=== design 1 ===
`src/rtl/order_entry_tx_pkg.sv`:
```
// rtl/order_entry_tx_pkg.sv - order message constants and TX state encoding
package order_entry_tx_pkg;

    localparam logic [7:0] ORD_MSG_TYPE  = 8'h4F;
    localparam logic [7:0] ORD_SIDE_BUY  = 8'h42;
    localparam logic [7:0] ORD_SIDE_SELL = 8'h53;
    localparam int         ORD_MSG_LEN   = 19;
    localparam logic [4:0] ORD_LAST_IDX  = 5'(ORD_MSG_LEN - 1);

    typedef enum logic [1:0] {
        IDLE,
        SEND,
        GAP
    } ord_state_t;

endpackage

```
`src/rtl/order_entry_tx.sv`:
```
// rtl/order_entry_tx.sv - serializes one order request into a 19-byte big-endian message
module order_entry_tx
    import order_entry_tx_pkg::*;
#(
    parameter logic [31:0] SEQ_INIT   = 32'd1,
    parameter int          IFG_CYCLES = 4
) (
    input  logic        clk_sys,
    input  logic        rstn,
    input  logic        ord_valid,
    output logic        ord_ready,
    input  logic [31:0] ord_id,
    input  logic        ord_side,
    input  logic [31:0] ord_price,
    input  logic [31:0] ord_qty,
    output logic [7:0]  tx_data,
    output logic        tx_valid,
    input  logic        tx_ready,
    output logic        tx_last,
    output logic        busy,
    output logic [31:0] msg_count,
    output logic [31:0] reject_count
);

    localparam logic [15:0] GAP_LOAD = 16'(IFG_CYCLES);

    ord_state_t   state, state_next;
    logic [143:0] frame;
    logic [4:0]   idx;
    logic [7:0]   acc;
    logic [7:0]   cur_byte;
    logic [31:0]  seq;
    logic [15:0]  gap_cnt;
    logic         accept;
    logic         tx_fire;

    assign accept  = ord_valid & ord_ready;
    assign tx_fire = tx_valid & tx_ready;

    // Bytes 0..17 come from the latched frame; index 18 is the running checksum.
    always_comb begin
        cur_byte = acc;
        case (idx)
            5'd0:    cur_byte = frame[143:136];
            5'd1:    cur_byte = frame[135:128];
            5'd2:    cur_byte = frame[127:120];
            5'd3:    cur_byte = frame[119:112];
            5'd4:    cur_byte = frame[111:104];
            5'd5:    cur_byte = frame[103:96];
            5'd6:    cur_byte = frame[95:88];
            5'd7:    cur_byte = frame[87:80];
            5'd8:    cur_byte = frame[79:72];
            5'd9:    cur_byte = frame[71:64];
            5'd10:   cur_byte = frame[63:56];
            5'd11:   cur_byte = frame[55:48];
            5'd12:   cur_byte = frame[47:40];
            5'd13:   cur_byte = frame[39:32];
            5'd14:   cur_byte = frame[31:24];
            5'd15:   cur_byte = frame[23:16];
            5'd16:   cur_byte = frame[15:8];
            5'd17:   cur_byte = frame[7:0];
            default: cur_byte = acc;
        endcase
    end

    always_ff @(posedge clk_sys or negedge rstn) begin
        if (!rstn) state <= IDLE;
        else       state <= state_next;
    end

    always_comb begin
        state_next = state;
        ord_ready  = 1'b0;
        tx_valid   = 1'b0;
        tx_last    = 1'b0;
        tx_data    = 8'h00;
        busy       = 1'b0;
        case (state)
            IDLE: begin
                ord_ready = 1'b1;
                if (ord_valid && ord_qty != 32'd0) state_next = SEND;
            end
            SEND: begin
                busy     = 1'b1;
                tx_valid = 1'b1;
                tx_data  = cur_byte;
                tx_last  = (idx == ORD_LAST_IDX);
                if (tx_ready && idx == ORD_LAST_IDX)
                    state_next = (IFG_CYCLES == 0) ? IDLE : GAP;
            end
            GAP: begin
                busy = 1'b1;
                if (gap_cnt <= 16'd1) state_next = IDLE;
            end
            default: state_next = IDLE;
        endcase
    end

    always_ff @(posedge clk_sys or negedge rstn) begin
        if (!rstn) begin
            frame        <= '0;
            idx          <= '0;
            acc          <= '0;
            seq          <= SEQ_INIT;
            gap_cnt      <= '0;
            msg_count    <= '0;
            reject_count <= '0;
        end else begin
            if (accept) begin
                if (ord_qty == 32'd0) begin
                    reject_count <= reject_count + 32'd1;
                end else begin
                    frame <= {ORD_MSG_TYPE, seq, ord_id,
                              (ord_side ? ORD_SIDE_SELL : ORD_SIDE_BUY),
                              ord_price, ord_qty};
                    idx   <= '0;
                end
            end
            if (tx_fire) begin
                idx <= idx + 5'd1;
                if (tx_last) begin
                    acc       <= '0;
                    msg_count <= msg_count + 32'd1;
                    seq       <= seq + 32'd1;
                    gap_cnt   <= GAP_LOAD;
                end else begin
                    acc <= acc ^ tx_data;
                end
            end
            if (state == GAP) gap_cnt <= gap_cnt - 16'd1;
        end
    end

endmodule

```
`config.mk`:
```
export PLATFORM = sky130hd
export DESIGN_NAME = order_entry_tx
export DESIGN_NICKNAME = d
export VERILOG_FILES = /design/src/rtl/order_entry_tx_pkg.sv /design/src/rtl/order_entry_tx.sv
export SDC_FILE = /design/constraint.sdc
export NUM_CORES = 1
export LEC_CHECK = 0
export CORE_ASPECT_RATIO = 1.4
export CORE_UTILIZATION = 51
export CTS_BUF_LIST = sky130_fd_sc_hd__clkbuf_2
export CTS_CLUSTER_SIZE = 20
export DETAILED_ROUTE_END_ITERATION = 8
export PLACE_DENSITY = 0.75
export SETUP_SLACK_MARGIN = 0.3
export SLEW_MARGIN = 20
export SYNTH_ARGS = -nofsm -noshare
export SYNTH_HDL_FRONTEND = slang
export SYNTH_SLANG_ARGS = --single-unit
```
`constraint.sdc`:
```
create_clock -name clk_sys -period 3.25 [get_ports clk_sys]
set_clock_uncertainty 0.2 [all_clocks]
set_input_delay 0.325 -clock clk_sys [delete_from_list [all_inputs] [get_ports clk_sys]]
set_output_delay 0.325 -clock clk_sys [all_outputs]
set_load 0.02 [all_outputs]
```
=== design 2 ===
--- src/rtl/pc_unit.sv ---
// Program counter unit with an 8-deep internal return stack.
// On every rising edge with PCw high the PC takes exactly one of these
// actions, highest priority first: flag a call/return conflict, return,
// call, conditional jump, or plain increment. Anomalies (conflict, stack
// overflow, stack underflow) advance the PC by one and set a sticky error
// flag that only reset clears. All PC arithmetic wraps modulo 256.
// The return request port is named "ret" because "return" is a reserved
// word in SystemVerilog.
module pc_unit (
  input  logic       clk,
  input  logic       rst,
  input  logic       PCw,
  input  logic       jump,
  input  logic [1:0] j_mode,
  input  logic       call,
  input  logic       ret,
  input  logic [7:0] target,
  input  logic       zero,
  input  logic       carry,
  output logic [7:0] pc,
  output logic [3:0] stack_depth,
  output logic       stack_full,
  output logic       stack_empty,
  output logic       stack_err
);

  localparam logic [3:0] DEPTH_MAX = 4'd8;

  logic [7:0] stack_mem [8];

  logic [7:0] pc_inc;
  logic [7:0] pc_next;
  logic [3:0] depth_next;
  logic       err_next;
  logic       push;
  logic       jump_taken;
  logic [3:0] top_pos;
  logic [2:0] top_idx;
  logic [2:0] push_idx;

  assign pc_inc   = pc + 8'd1;
  assign top_pos  = stack_depth - 4'd1;
  assign top_idx  = top_pos[2:0];
  assign push_idx = stack_depth[2:0];

  // Status flags are pure decodes of the registered depth.
  assign stack_full  = (stack_depth == DEPTH_MAX);
  assign stack_empty = (stack_depth == 4'd0);

  // Jump condition decode on the sampled flags.
  always_comb begin
    jump_taken = 1'b0;
    case (j_mode)
      2'b00:   jump_taken = 1'b1;
      2'b01:   jump_taken = zero;
      2'b10:   jump_taken = carry;
      2'b11:   jump_taken = ~zero;
      default: jump_taken = 1'b0;
    endcase
  end

  // Next-state selection: conflict > return > call > jump > increment.
  always_comb begin
    pc_next    = pc_inc;
    depth_next = stack_depth;
    err_next   = stack_err;
    push       = 1'b0;
    if (call && ret) begin
      err_next = 1'b1;
    end else if (ret) begin
      if (!stack_empty) begin
        pc_next    = stack_mem[top_idx];
        depth_next = top_pos;
      end else begin
        err_next = 1'b1;
      end
    end else if (call) begin
      if (!stack_full) begin
        push       = 1'b1;
        pc_next    = target;
        depth_next = stack_depth + 4'd1;
      end else begin
        err_next = 1'b1;
      end
    end else if (jump && jump_taken) begin
      pc_next = target;
    end
  end

  // PC, depth and sticky error register; updates only when PCw is high.
  always_ff @(posedge clk or negedge rst) begin
    if (!rst) begin
      pc          <= 8'h00;
      stack_depth <= 4'd0;
      stack_err   <= 1'b0;
    end else if (PCw) begin
      pc          <= pc_next;
      stack_depth <= depth_next;
      stack_err   <= err_next;
    end
  end

  // Stack storage: contents after reset are don't-care, so no reset here.
  // The return address pushed is pc+1, which wraps 8'hFF to 8'h00.
  always_ff @(posedge clk) begin
    if (PCw && push) begin
      stack_mem[push_idx] <= pc_inc;
    end
  end

endmodule

--- config.mk ---
export PLATFORM = sky130hd
export DESIGN_NAME = pc_unit
export DESIGN_NICKNAME = d
export VERILOG_FILES = /design/src/rtl/pc_unit.sv
export SDC_FILE = /design/constraint.sdc
export NUM_CORES = 1
export LEC_CHECK = 0
export CAP_MARGIN = 10
export CORE_MARGIN = 2
export CORE_UTILIZATION = 51
export DETAILED_ROUTE_END_ITERATION = 6
export PLACE_DENSITY = 0.85
export SLEW_MARGIN = 20
export SYNTH_ARGS = -nofsm -noshare
export SYNTH_HDL_FRONTEND = slang
export SYNTH_SLANG_ARGS = --single-unit
export TNS_END_PERCENT = 30
--- constraint.sdc ---
create_clock -name clk -period 2.4 [get_ports clk]
set_input_delay 0.48 -clock clk [delete_from_list [all_inputs] [get_ports clk]]
set_output_delay 0.48 -clock clk [all_outputs]
set_load 0.005 [all_outputs]
design_1/registers.png
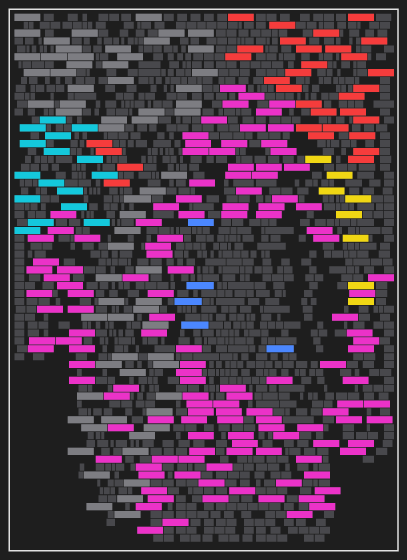
| colour | name in the netlist | flops |
|---|---|---|
| red | msg_count | 32 |
| yellow | acc | 8 |
| magenta | frame | 130 |
| cyan | gap_cnt | 16 |
| blue | idx | 5 |
not coloured: 66
Register Area: 6440 um^2
P_seq: 4.50 mW
final design utilization: 70.8%

==> flow_metrics.py, design 1 <==
# Physical implementation metrics
metrics = {
    "route": {
        "dr_wl_met2_um": 18500,
        "via_per_inst": 5.58,
        "drc": 2,
    },
    "timing": {
        "fmax_mhz": 270,
        "fin_crit_ns": 3.70,
        "fin_ws_ns": -0.447,
        "fin_hold_ws_ns": 0.285,
        "tightest_slew_ns": 0.800,
        "finalSetupViolCount": 8,
    },
    "floorplan": {
        "fp-row-count": 67,
    },
    "synth": {
        "avgSynthCellArea_um2": 12.0,
        "ys_sh_xor_pct": 6.81,
        "mux_area_share_pct": 14.9,
        "simple_gate_area_share_pct": 15.2,
        "synth_cell_types": 70,
    },
    "clocking": {
        "cts_resized": 96,
        "post-cts-setup-buffers": 15,
        "cts_made_buffers": 61,
        "cts_tree": "yes",
    },
    "grt": {
        "antenna_found_initial": 1,
        "gr-usage-met1_pct": 33.3,
        "met3_usage_pct": 4.96,
    },
    "worst_hold_path": {
        "hold_start": "msg_count[31]$_DFFE_PN0P_",
        "hold_class": "reg -> reg",
        "hold_depth": 1,
    },
    "setup_path": {
        "path_cells": "buf_12 > and2_4 > a22o_1 > a222oi_1 > and3_4 > a21oi_4 > buf_6",
        "arrival_ns": 3.17,
        "worst-path-stages": 7,
        "critical-path-max-stage-delay_ns": 0.74,
        "crit_path_end": "tx_data[3]",
    },
    "cells_and_area": {
        "multiInputGateArea_um2": 5850,
        "nets": 1524,
        "clock_buffers": 86,
        "dominant_cells": "sequential cells",
        "layout_top_cell": "dfrtp_1",
    },
    "run_status": {
        "status": "finished with violations",
        "violations": "design-rule violations, negative setup slack",
    },
    "pwr": {
        "power_density_nw_per_um2": 582,
        "clockPowerShare_pct": 21.0,
    },
    "place": {
        "place_ws_ns": -0.0391,
    },
}
[design 1: worst reg2reg max path: stages (launching register included)]
cell      delay, ns
dfrtp_2        0.48
buf_12         0.15
buf_4          0.14
buf_12         0.14
buf_4          0.13
and4bb_4       0.33
buf_4          0.21
and4_1         0.27
and4_1         0.26
and4_4         0.25
nand3_2        0.08
xnor2_1        0.13
[design 1: power groups by stage]
stage	Sequential [mW]	Combinational, mW	Clock [mW]
after floorplan	4.24	1.96	0
after global placement	4.50	2.71	0
after detailed placement	4.51	2.78	0
after CTS	4.46	3.04	2.13
after global routing	4.56	3.48	2.31
final	4.50	3.28	2.07
design_2/met4.png
Supply wires on this layer in grey.
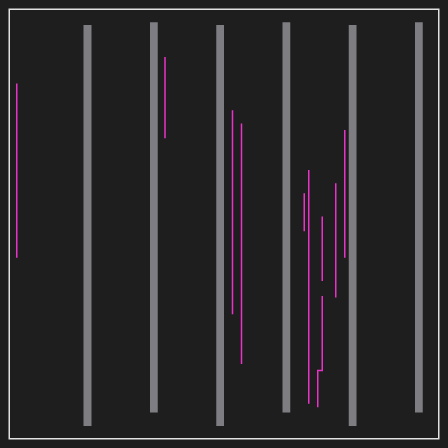
wire length on this layer: 282 um
nets with wire on the layer: 9

==> flow_metrics.py, design 2 <==
# Physical implementation metrics
metrics = {
    "run_status": {
        "status": "finished clean",
    },
    "setup_path": {
        "crit_family": "buffers and inverters",
        "path_cells": "inv_2 > ha_4 > buf_4 > nand3b_1 > inv_2 > clkdlybuf4s50_1",
        "worstPathRequired_ns": 1.92,
        "crit_slowest_cell": "clkdlybuf4s50_1",
        "critical-path-max-stage-delay_ns": 0.50,
    },
    "floorplan": {
        "tap_cells": 96,
        "fp-row-count": 30,
        "die_y_um": 87.6,
        "die_area_um2": 7680,
    },
    "cells_and_area": {
        "clock_buffers": 10,
        "layout-drive-gt1-share_pct": 24.3,
        "antenna_cells": 0,
        "mostFrequentLayoutCells": "edfxtp_1, buf_4, clkdlybuf4s50_1",
        "finalInstanceArea_um2": 4410,
        "final_core_util_pct": 65.0,
    },
    "synth": {
        "adder_share_pct": 1.05,
        "mux_area_share_pct": 9.79,
        "yosys.area.top_type_share_pct": 53.9,
        "avgSynthCellArea_um2": 13.8,
        "aoi_share_pct": 9.08,
    },
    "grt": {
        "grt_max_degree": 22,
    },
    "clocking": {
        "cts_tree": "yes",
        "post-cts-setup-buffers": 3,
    },
    "timing": {
        "slew_violations": 0,
    },
    "worst_hold_path": {
        "hold_start": "stack_err$_DFFE_PN0P_",
    },
    "route": {
        "wl_um": 8200,
    },
    "job": {
        "cap_violations": 0,
    },
    "pwr": {
        "comb_power_share_pct": 45.3,
    },
}
==> design 2: worst paths after layout <==
path                                         endpoint  slack, ns  cells after the start
hold / removal                  stack_err$_DFFE_PN0P_       0.46                      1
hold reg to reg                 stack_err$_DFFE_PN0P_       0.46                      1
max in group asynchronous  stack_depth[0]$_DFFE_PN0P_       1.46                      1
setup reg to reg            stack_mem[4][0]$_DFFE_PP_       0.18                     11
setup / recovery                           stack_full       0.09                      6
min in group asynchronous           pc[7]$_DFFE_PN0P_       0.52                      1
==> design 2: sequential cells by signal, indices dropped and copies added, names as in the netlist <==
name / flops
stack_depth: 4
pc: 8
stack_mem: 64
stack_err: 1

=== design 3 ===
design_3/final_clocks.png
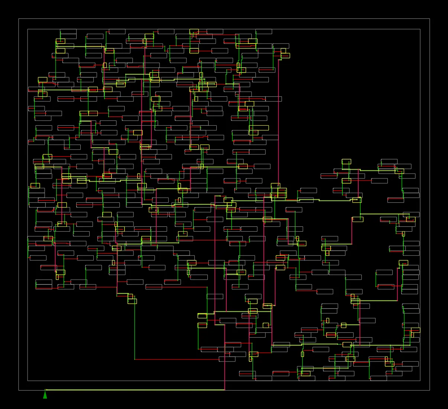
design_3/clock_map.png
Scale bar: 50 um.
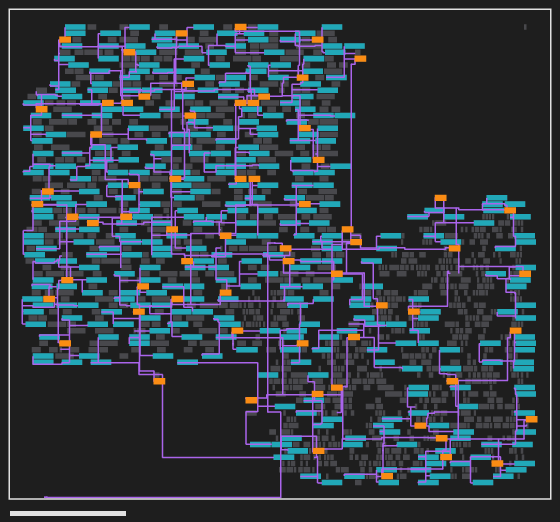
design_3/met4.png
Supply wires on this layer in grey.
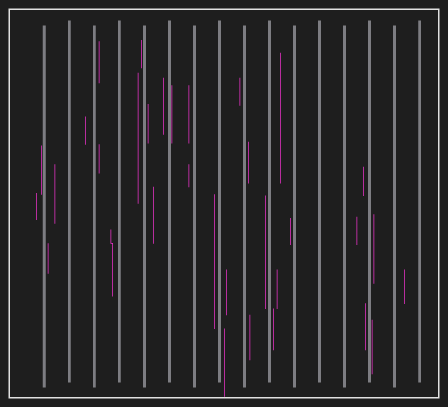
## src/rtl/sdram_pkg.sv

```systemverilog
// Shared SDRAM command encodings and frame-reader state, plus a width helper that never returns 0.
package sdram_pkg;

    typedef enum logic {
        READ  = 1'b0,
        WRITE = 1'b1
    } sdram_rw_e;

    typedef enum logic [1:0] {
        IDLE  = 2'd0,
        RUN   = 2'd1,
        DRAIN = 2'd2
    } reader_state_e;

    // Counter widths stay at least one bit even for degenerate 1-pixel dimensions.
    function automatic int clog2_min1(input int n);
        return (n <= 2) ? 1 : $clog2(n);
    endfunction

endpackage

```

## src/rtl/sync_fifo.sv

```systemverilog
// Single-clock show-ahead FIFO: a write is visible on rd_dat/rd_vld the next cycle.
// wr_vld is honoured when not full or when a read happens in the same cycle; the caller provides credit.
module sync_fifo #(
    parameter int DATA_WIDTH = 16,
    parameter int DEPTH      = 16
) (
    input  logic                         clk,
    input  logic                         rst_n,
    input  logic                         wr_vld,
    input  logic [DATA_WIDTH-1:0]        wr_dat,
    output logic                         rd_vld,
    input  logic                         rd_rdy,
    output logic [DATA_WIDTH-1:0]        rd_dat,
    output logic [$clog2(DEPTH+1)-1:0]   count
);

    localparam int AW = $clog2(DEPTH);
    localparam int CW = $clog2(DEPTH+1);

    logic [DATA_WIDTH-1:0] mem [DEPTH];
    logic [AW-1:0]         wr_ptr;
    logic [AW-1:0]         rd_ptr;
    logic                  do_rd;
    logic                  do_wr;

    assign rd_vld = (count != '0);
    assign rd_dat = mem[rd_ptr];
    assign do_rd  = rd_rdy && rd_vld;
    // At full, the head slot is freed by this cycle's read and can take the write.
    assign do_wr  = wr_vld && ((count != CW'(DEPTH)) || do_rd);

    always_ff @(posedge clk or negedge rst_n) begin
        if (!rst_n) begin
            wr_ptr <= '0;
            rd_ptr <= '0;
            count  <= '0;
            for (int i = 0; i < DEPTH; i++) begin
                mem[i] <= '0;
            end
        end else begin
            if (do_wr) begin
                mem[wr_ptr] <= wr_dat;
                wr_ptr      <= wr_ptr + AW'(1);
            end
            if (do_rd) begin
                rd_ptr <= rd_ptr + AW'(1);
            end
            case ({do_wr, do_rd})
                2'b10:   count <= count + CW'(1);
                2'b01:   count <= count - CW'(1);
                default: count <= count;
            endcase
        end
    end

endmodule

```

## src/rtl/sdram_frame_reader.sv

```systemverilog
// Reads one H_ACTIVE x V_ACTIVE frame from SDRAM and streams it out; first command one cycle after start, response-to-pixel one cycle.
// Commands are credit-limited so the response FIFO never overflows; downstream stalls throttle command issue, never responses.
module sdram_frame_reader
    import sdram_pkg::*;
#(
    parameter int DATA_WIDTH = 16,
    parameter int ADDR_WIDTH = 24,
    parameter int H_ACTIVE   = 640,
    parameter int V_ACTIVE   = 480,
    parameter int FIFO_DEPTH = 16
) (
    input  logic                  sdram_clk,
    input  logic                  sdram_rstn,
    input  logic                  start,
    input  logic [ADDR_WIDTH-1:0] base_addr,
    output logic                  busy,
    output logic                  frame_done,
    output logic                  sdram_cmd_valid,
    input  logic                  sdram_cmd_ready,
    output logic                  sdram_cmd_rw,
    output logic [ADDR_WIDTH-1:0] sdram_cmd_addr,
    input  logic                  sdram_resp_valid,
    output logic                  sdram_resp_ready,
    input  logic [DATA_WIDTH-1:0] sdram_cmd_rdata,
    output logic [DATA_WIDTH-1:0] m_axis_tdata,
    output logic                  m_axis_tvalid,
    input  logic                  m_axis_tready,
    output logic                  m_axis_tuser,
    output logic                  m_axis_tlast
);

    localparam int TOTAL = H_ACTIVE * V_ACTIVE;
    localparam int PIX_W = clog2_min1(TOTAL);
    localparam int X_W   = clog2_min1(H_ACTIVE);
    localparam int Y_W   = clog2_min1(V_ACTIVE);
    localparam int CNT_W = $clog2(FIFO_DEPTH + 1);

    reader_state_e         state;
    logic [ADDR_WIDTH-1:0] base_q;
    logic [PIX_W-1:0]      cmd_idx;
    logic [CNT_W-1:0]      outstanding;
    logic [CNT_W-1:0]      fifo_count;
    logic [X_W-1:0]        x_cnt;
    logic [Y_W-1:0]        y_cnt;
    logic [CNT_W:0]        occ_next;
    logic                  fifo_wr;
    logic                  cmd_acc;
    logic                  pix_acc;
    logic                  last_cmd;
    logic                  last_x;
    logic                  last_pix;
    logic                  credit_ok;

    assign sdram_cmd_rw     = READ;
    assign sdram_resp_ready = busy;
    assign fifo_wr          = sdram_resp_valid && busy;
    assign cmd_acc          = sdram_cmd_valid && sdram_cmd_ready;
    assign pix_acc          = m_axis_tvalid && m_axis_tready;
    assign last_cmd         = (cmd_idx == PIX_W'(TOTAL - 1));
    assign last_x           = (x_cnt == X_W'(H_ACTIVE - 1));
    assign last_pix         = last_x && (y_cnt == Y_W'(V_ACTIVE - 1));
    assign m_axis_tuser     = m_axis_tvalid && (x_cnt == '0) && (y_cnt == '0);
    assign m_axis_tlast     = m_axis_tvalid && last_x;

    // Slots committed after this edge: a response only moves a word from
    // "outstanding" into the FIFO, so it leaves the total unchanged.
    always_comb begin
        occ_next  = {1'b0, outstanding} + {1'b0, fifo_count};
        occ_next  = occ_next + (CNT_W+1)'(cmd_acc) - (CNT_W+1)'(pix_acc);
        credit_ok = (occ_next < (CNT_W+1)'(FIFO_DEPTH));
    end

    sync_fifo #(
        .DATA_WIDTH (DATA_WIDTH),
        .DEPTH      (FIFO_DEPTH)
    ) u_resp_fifo (
        .clk    (sdram_clk),
        .rst_n  (sdram_rstn),
        .wr_vld (fifo_wr),
        .wr_dat (sdram_cmd_rdata),
        .rd_vld (m_axis_tvalid),
        .rd_rdy (m_axis_tready),
        .rd_dat (m_axis_tdata),
        .count  (fifo_count)
    );

    always_ff @(posedge sdram_clk or negedge sdram_rstn) begin
        if (!sdram_rstn) begin
            state           <= IDLE;
            busy            <= 1'b0;
            frame_done      <= 1'b0;
            sdram_cmd_valid <= 1'b0;
            sdram_cmd_addr  <= '0;
            base_q          <= '0;
            cmd_idx         <= '0;
            outstanding     <= '0;
            x_cnt           <= '0;
            y_cnt           <= '0;
        end else begin
            frame_done <= 1'b0;

            if (cmd_acc && !fifo_wr) begin
                outstanding <= outstanding + CNT_W'(1);
            end else if (fifo_wr && !cmd_acc) begin
                outstanding <= outstanding - CNT_W'(1);
            end

            if (pix_acc) begin
                x_cnt <= last_x ? '0 : x_cnt + X_W'(1);
                if (last_x) begin
                    y_cnt <= last_pix ? '0 : y_cnt + Y_W'(1);
                end
            end

            case (state)
                IDLE: begin
                    if (start) begin
                        base_q          <= base_addr;
                        cmd_idx         <= '0;
                        sdram_cmd_addr  <= base_addr;
                        sdram_cmd_valid <= 1'b1;
                        busy            <= 1'b1;
                        outstanding     <= '0;
                        x_cnt           <= '0;
                        y_cnt           <= '0;
                        state           <= RUN;
                    end
                end
                RUN: begin
                    if (cmd_acc && last_cmd) begin
                        sdram_cmd_valid <= 1'b0;
                        state           <= DRAIN;
                    end else if (cmd_acc || !sdram_cmd_valid) begin
                        // cmd_idx is always the most recently presented index here.
                        if (credit_ok) begin
                            sdram_cmd_valid <= 1'b1;
                            cmd_idx         <= cmd_idx + PIX_W'(1);
                            sdram_cmd_addr  <= base_q + ADDR_WIDTH'(cmd_idx + PIX_W'(1));
                        end else begin
                            sdram_cmd_valid <= 1'b0;
                        end
                    end
                end
                DRAIN: begin
                    if (pix_acc && last_pix) begin
                        busy       <= 1'b0;
                        frame_done <= 1'b1;
                        state      <= IDLE;
                    end
                end
                default: state <= IDLE;
            endcase
        end
    end

endmodule

```

## config.mk

```make
export PLATFORM = sky130hd
export DESIGN_NAME = sdram_frame_reader
export DESIGN_NICKNAME = d
export VERILOG_FILES = /design/src/rtl/sdram_pkg.sv /design/src/rtl/sync_fifo.sv /design/src/rtl/sdram_frame_reader.sv
export SDC_FILE = /design/constraint.sdc
export NUM_CORES = 1
export LEC_CHECK = 0
export CAP_MARGIN = 20
export CORE_ASPECT_RATIO = 0.9
export CORE_MARGIN = 5
export CORE_UTILIZATION = 40
export CTS_BUF_LIST = sky130_fd_sc_hd__clkbuf_8
export DETAILED_ROUTE_END_ITERATION = 6
export DONT_BUFFER_PORTS = 1
export PLACE_DENSITY = 0.61
export SLEW_MARGIN = 5
export SYNTH_ARGS = -nofsm -noshare
export SYNTH_HDL_FRONTEND = slang
export SYNTH_SLANG_ARGS = --single-unit
```

## constraint.sdc

```tcl
create_clock -name sdram_clk -period 6.6 [get_ports sdram_clk]
set_clock_uncertainty 0.1 [all_clocks]
set_input_delay 1.32 -clock sdram_clk [delete_from_list [all_inputs] [get_ports sdram_clk]]
set_output_delay 1.32 -clock sdram_clk [all_outputs]
set_load 0.005 [all_outputs]
```

==> flow_metrics.py <==
# Physical implementation metrics
metrics = {
    "run_status": {
        "status": "finished clean",
    },
    "cells_and_area": {
        "logic_gates": 907,
        "nets": 1480,
        "final_core_util_pct": 44.7,
        "layout-drive-gt1-share_pct": 32.8,
        "clock_buffers": 85,
        "finalInstanceArea_um2": 19700,
        "dominant_cells": "sequential cells",
    },
    "place": {
        "hpwl_um": 25300,
    },
    "grt": {
        "grt_pass1_wl_um": 66000,
        "grt_pass1_vias": 11500,
        "grt_max_degree": 366,
        "antenna_found_initial": 0,
    },
    "synth": {
        "async_flop_share_pct": 100,
        "flop_cell": "dfrtp_1",
        "synth-seq-cells": 365,
        "synth_cell_types": 62,
    },
    "setup_path": {
        "reg2reg_from": "u_resp_fifo.count[3]$_DFFE_PN0P_",
        "crit_top_cell": "mux4_2",
        "critPathLaunchType": "flop",
        "worst-path-stages": 3,
        "r2r-end": "cmd_idx[13]$_DFFE_PN0P_",
        "critical-path-max-stage-delay_ns": 1.09,
    },
    "pwr": {
        "p_seq_share_pct": 41.1,
        "finalPower_mw": 9.38,
        "leakage_nw": 8.87,
        "clockPowerShare_pct": 23.5,
        "power_density_nw_per_um2": 476,
        "p_sw_share_pct": 32.7,
        "comb_power_share_pct": 35.4,
    },
    "worst_hold_path": {
        "hold_class": "in -> async",
    },
    "route": {
        "drt-pass1-iter-count": 6,
    },
    "clocking": {
        "cts_made_buffers": 66,
        "cts-root-buf": "clkbuf_8",
    },
}
## Picture notes: design_3/final_clocks.png
Clock Latency Late Sink: 0.61 ns
CTS sink cnt: 365

## Picture notes: design_3/clock_map.png
[purple] clock wires | length: 5430 um
[orange] cells driving clock nets | count: 66
[cyan] flip-flops | count: 365
routed clock nets: 67

## Picture notes: design_3/met4.png
share of all routed wire: 2.3%
nets with wire on the layer: 16
longest straight run: 72.8 um
main direction: vertical
drt total wl: 41400 um
via count: 11.0k

==> layer usage <==
layer  global-route usage, %  share of wire [%]  vias to the layer above
li1                        -                  -                     5015
met1                    22.7                 44                     5663
met2                    28.0                 48                      224
met3                    4.73                5.3                       75
met4                    5.38                2.3                        0
met5                       0                  0                        -
==> power groups by stage <==
stage	Combinational [mW]	Sequential [mW]	Clock (mW)
3_5_place_dp	3.39	3.88	0
3_3_place_gp	3.29	3.84	0
5_1_grt	3.66	3.97	2.39
2_1_floorplan	2.86	3.57	0
6_report	3.32	3.85	2.20
4_1_cts	3.39	3.85	2.29


==> notes/layouts.md <==
Pictures saved along the way, in no particular order.

Cell sizes after repair.
panel A
Scale bar: 50 um.
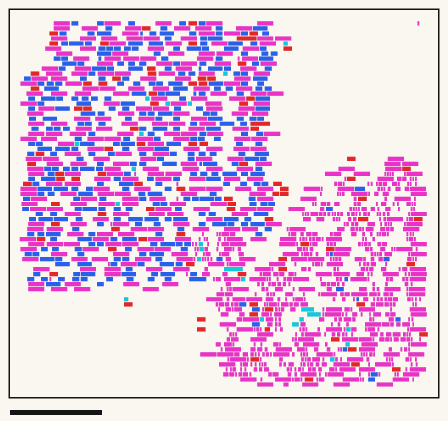
panel B
Scale bar: 20 um.
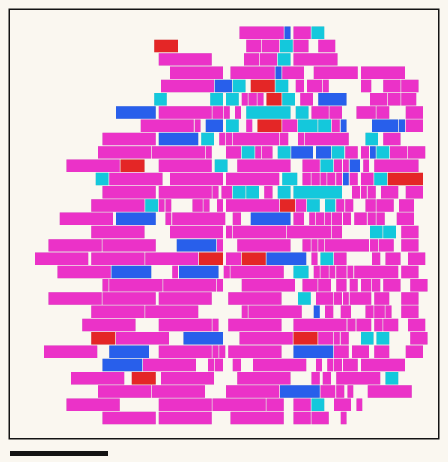
panel C
Scale bar: 50 um.
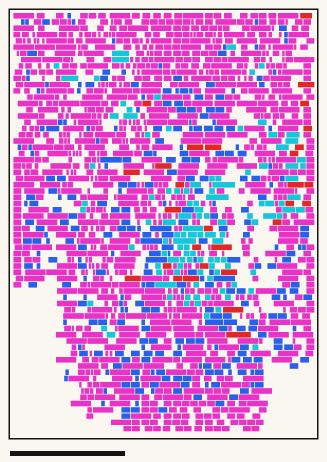
For design 2, see panel B.
For design 1, see panel C.
For design 3, see panel A.
The one with the largest die is panel A.
The one with the most cells is panel A.

Power figures rest on the tool's default switching activity, not on a simulated workload.
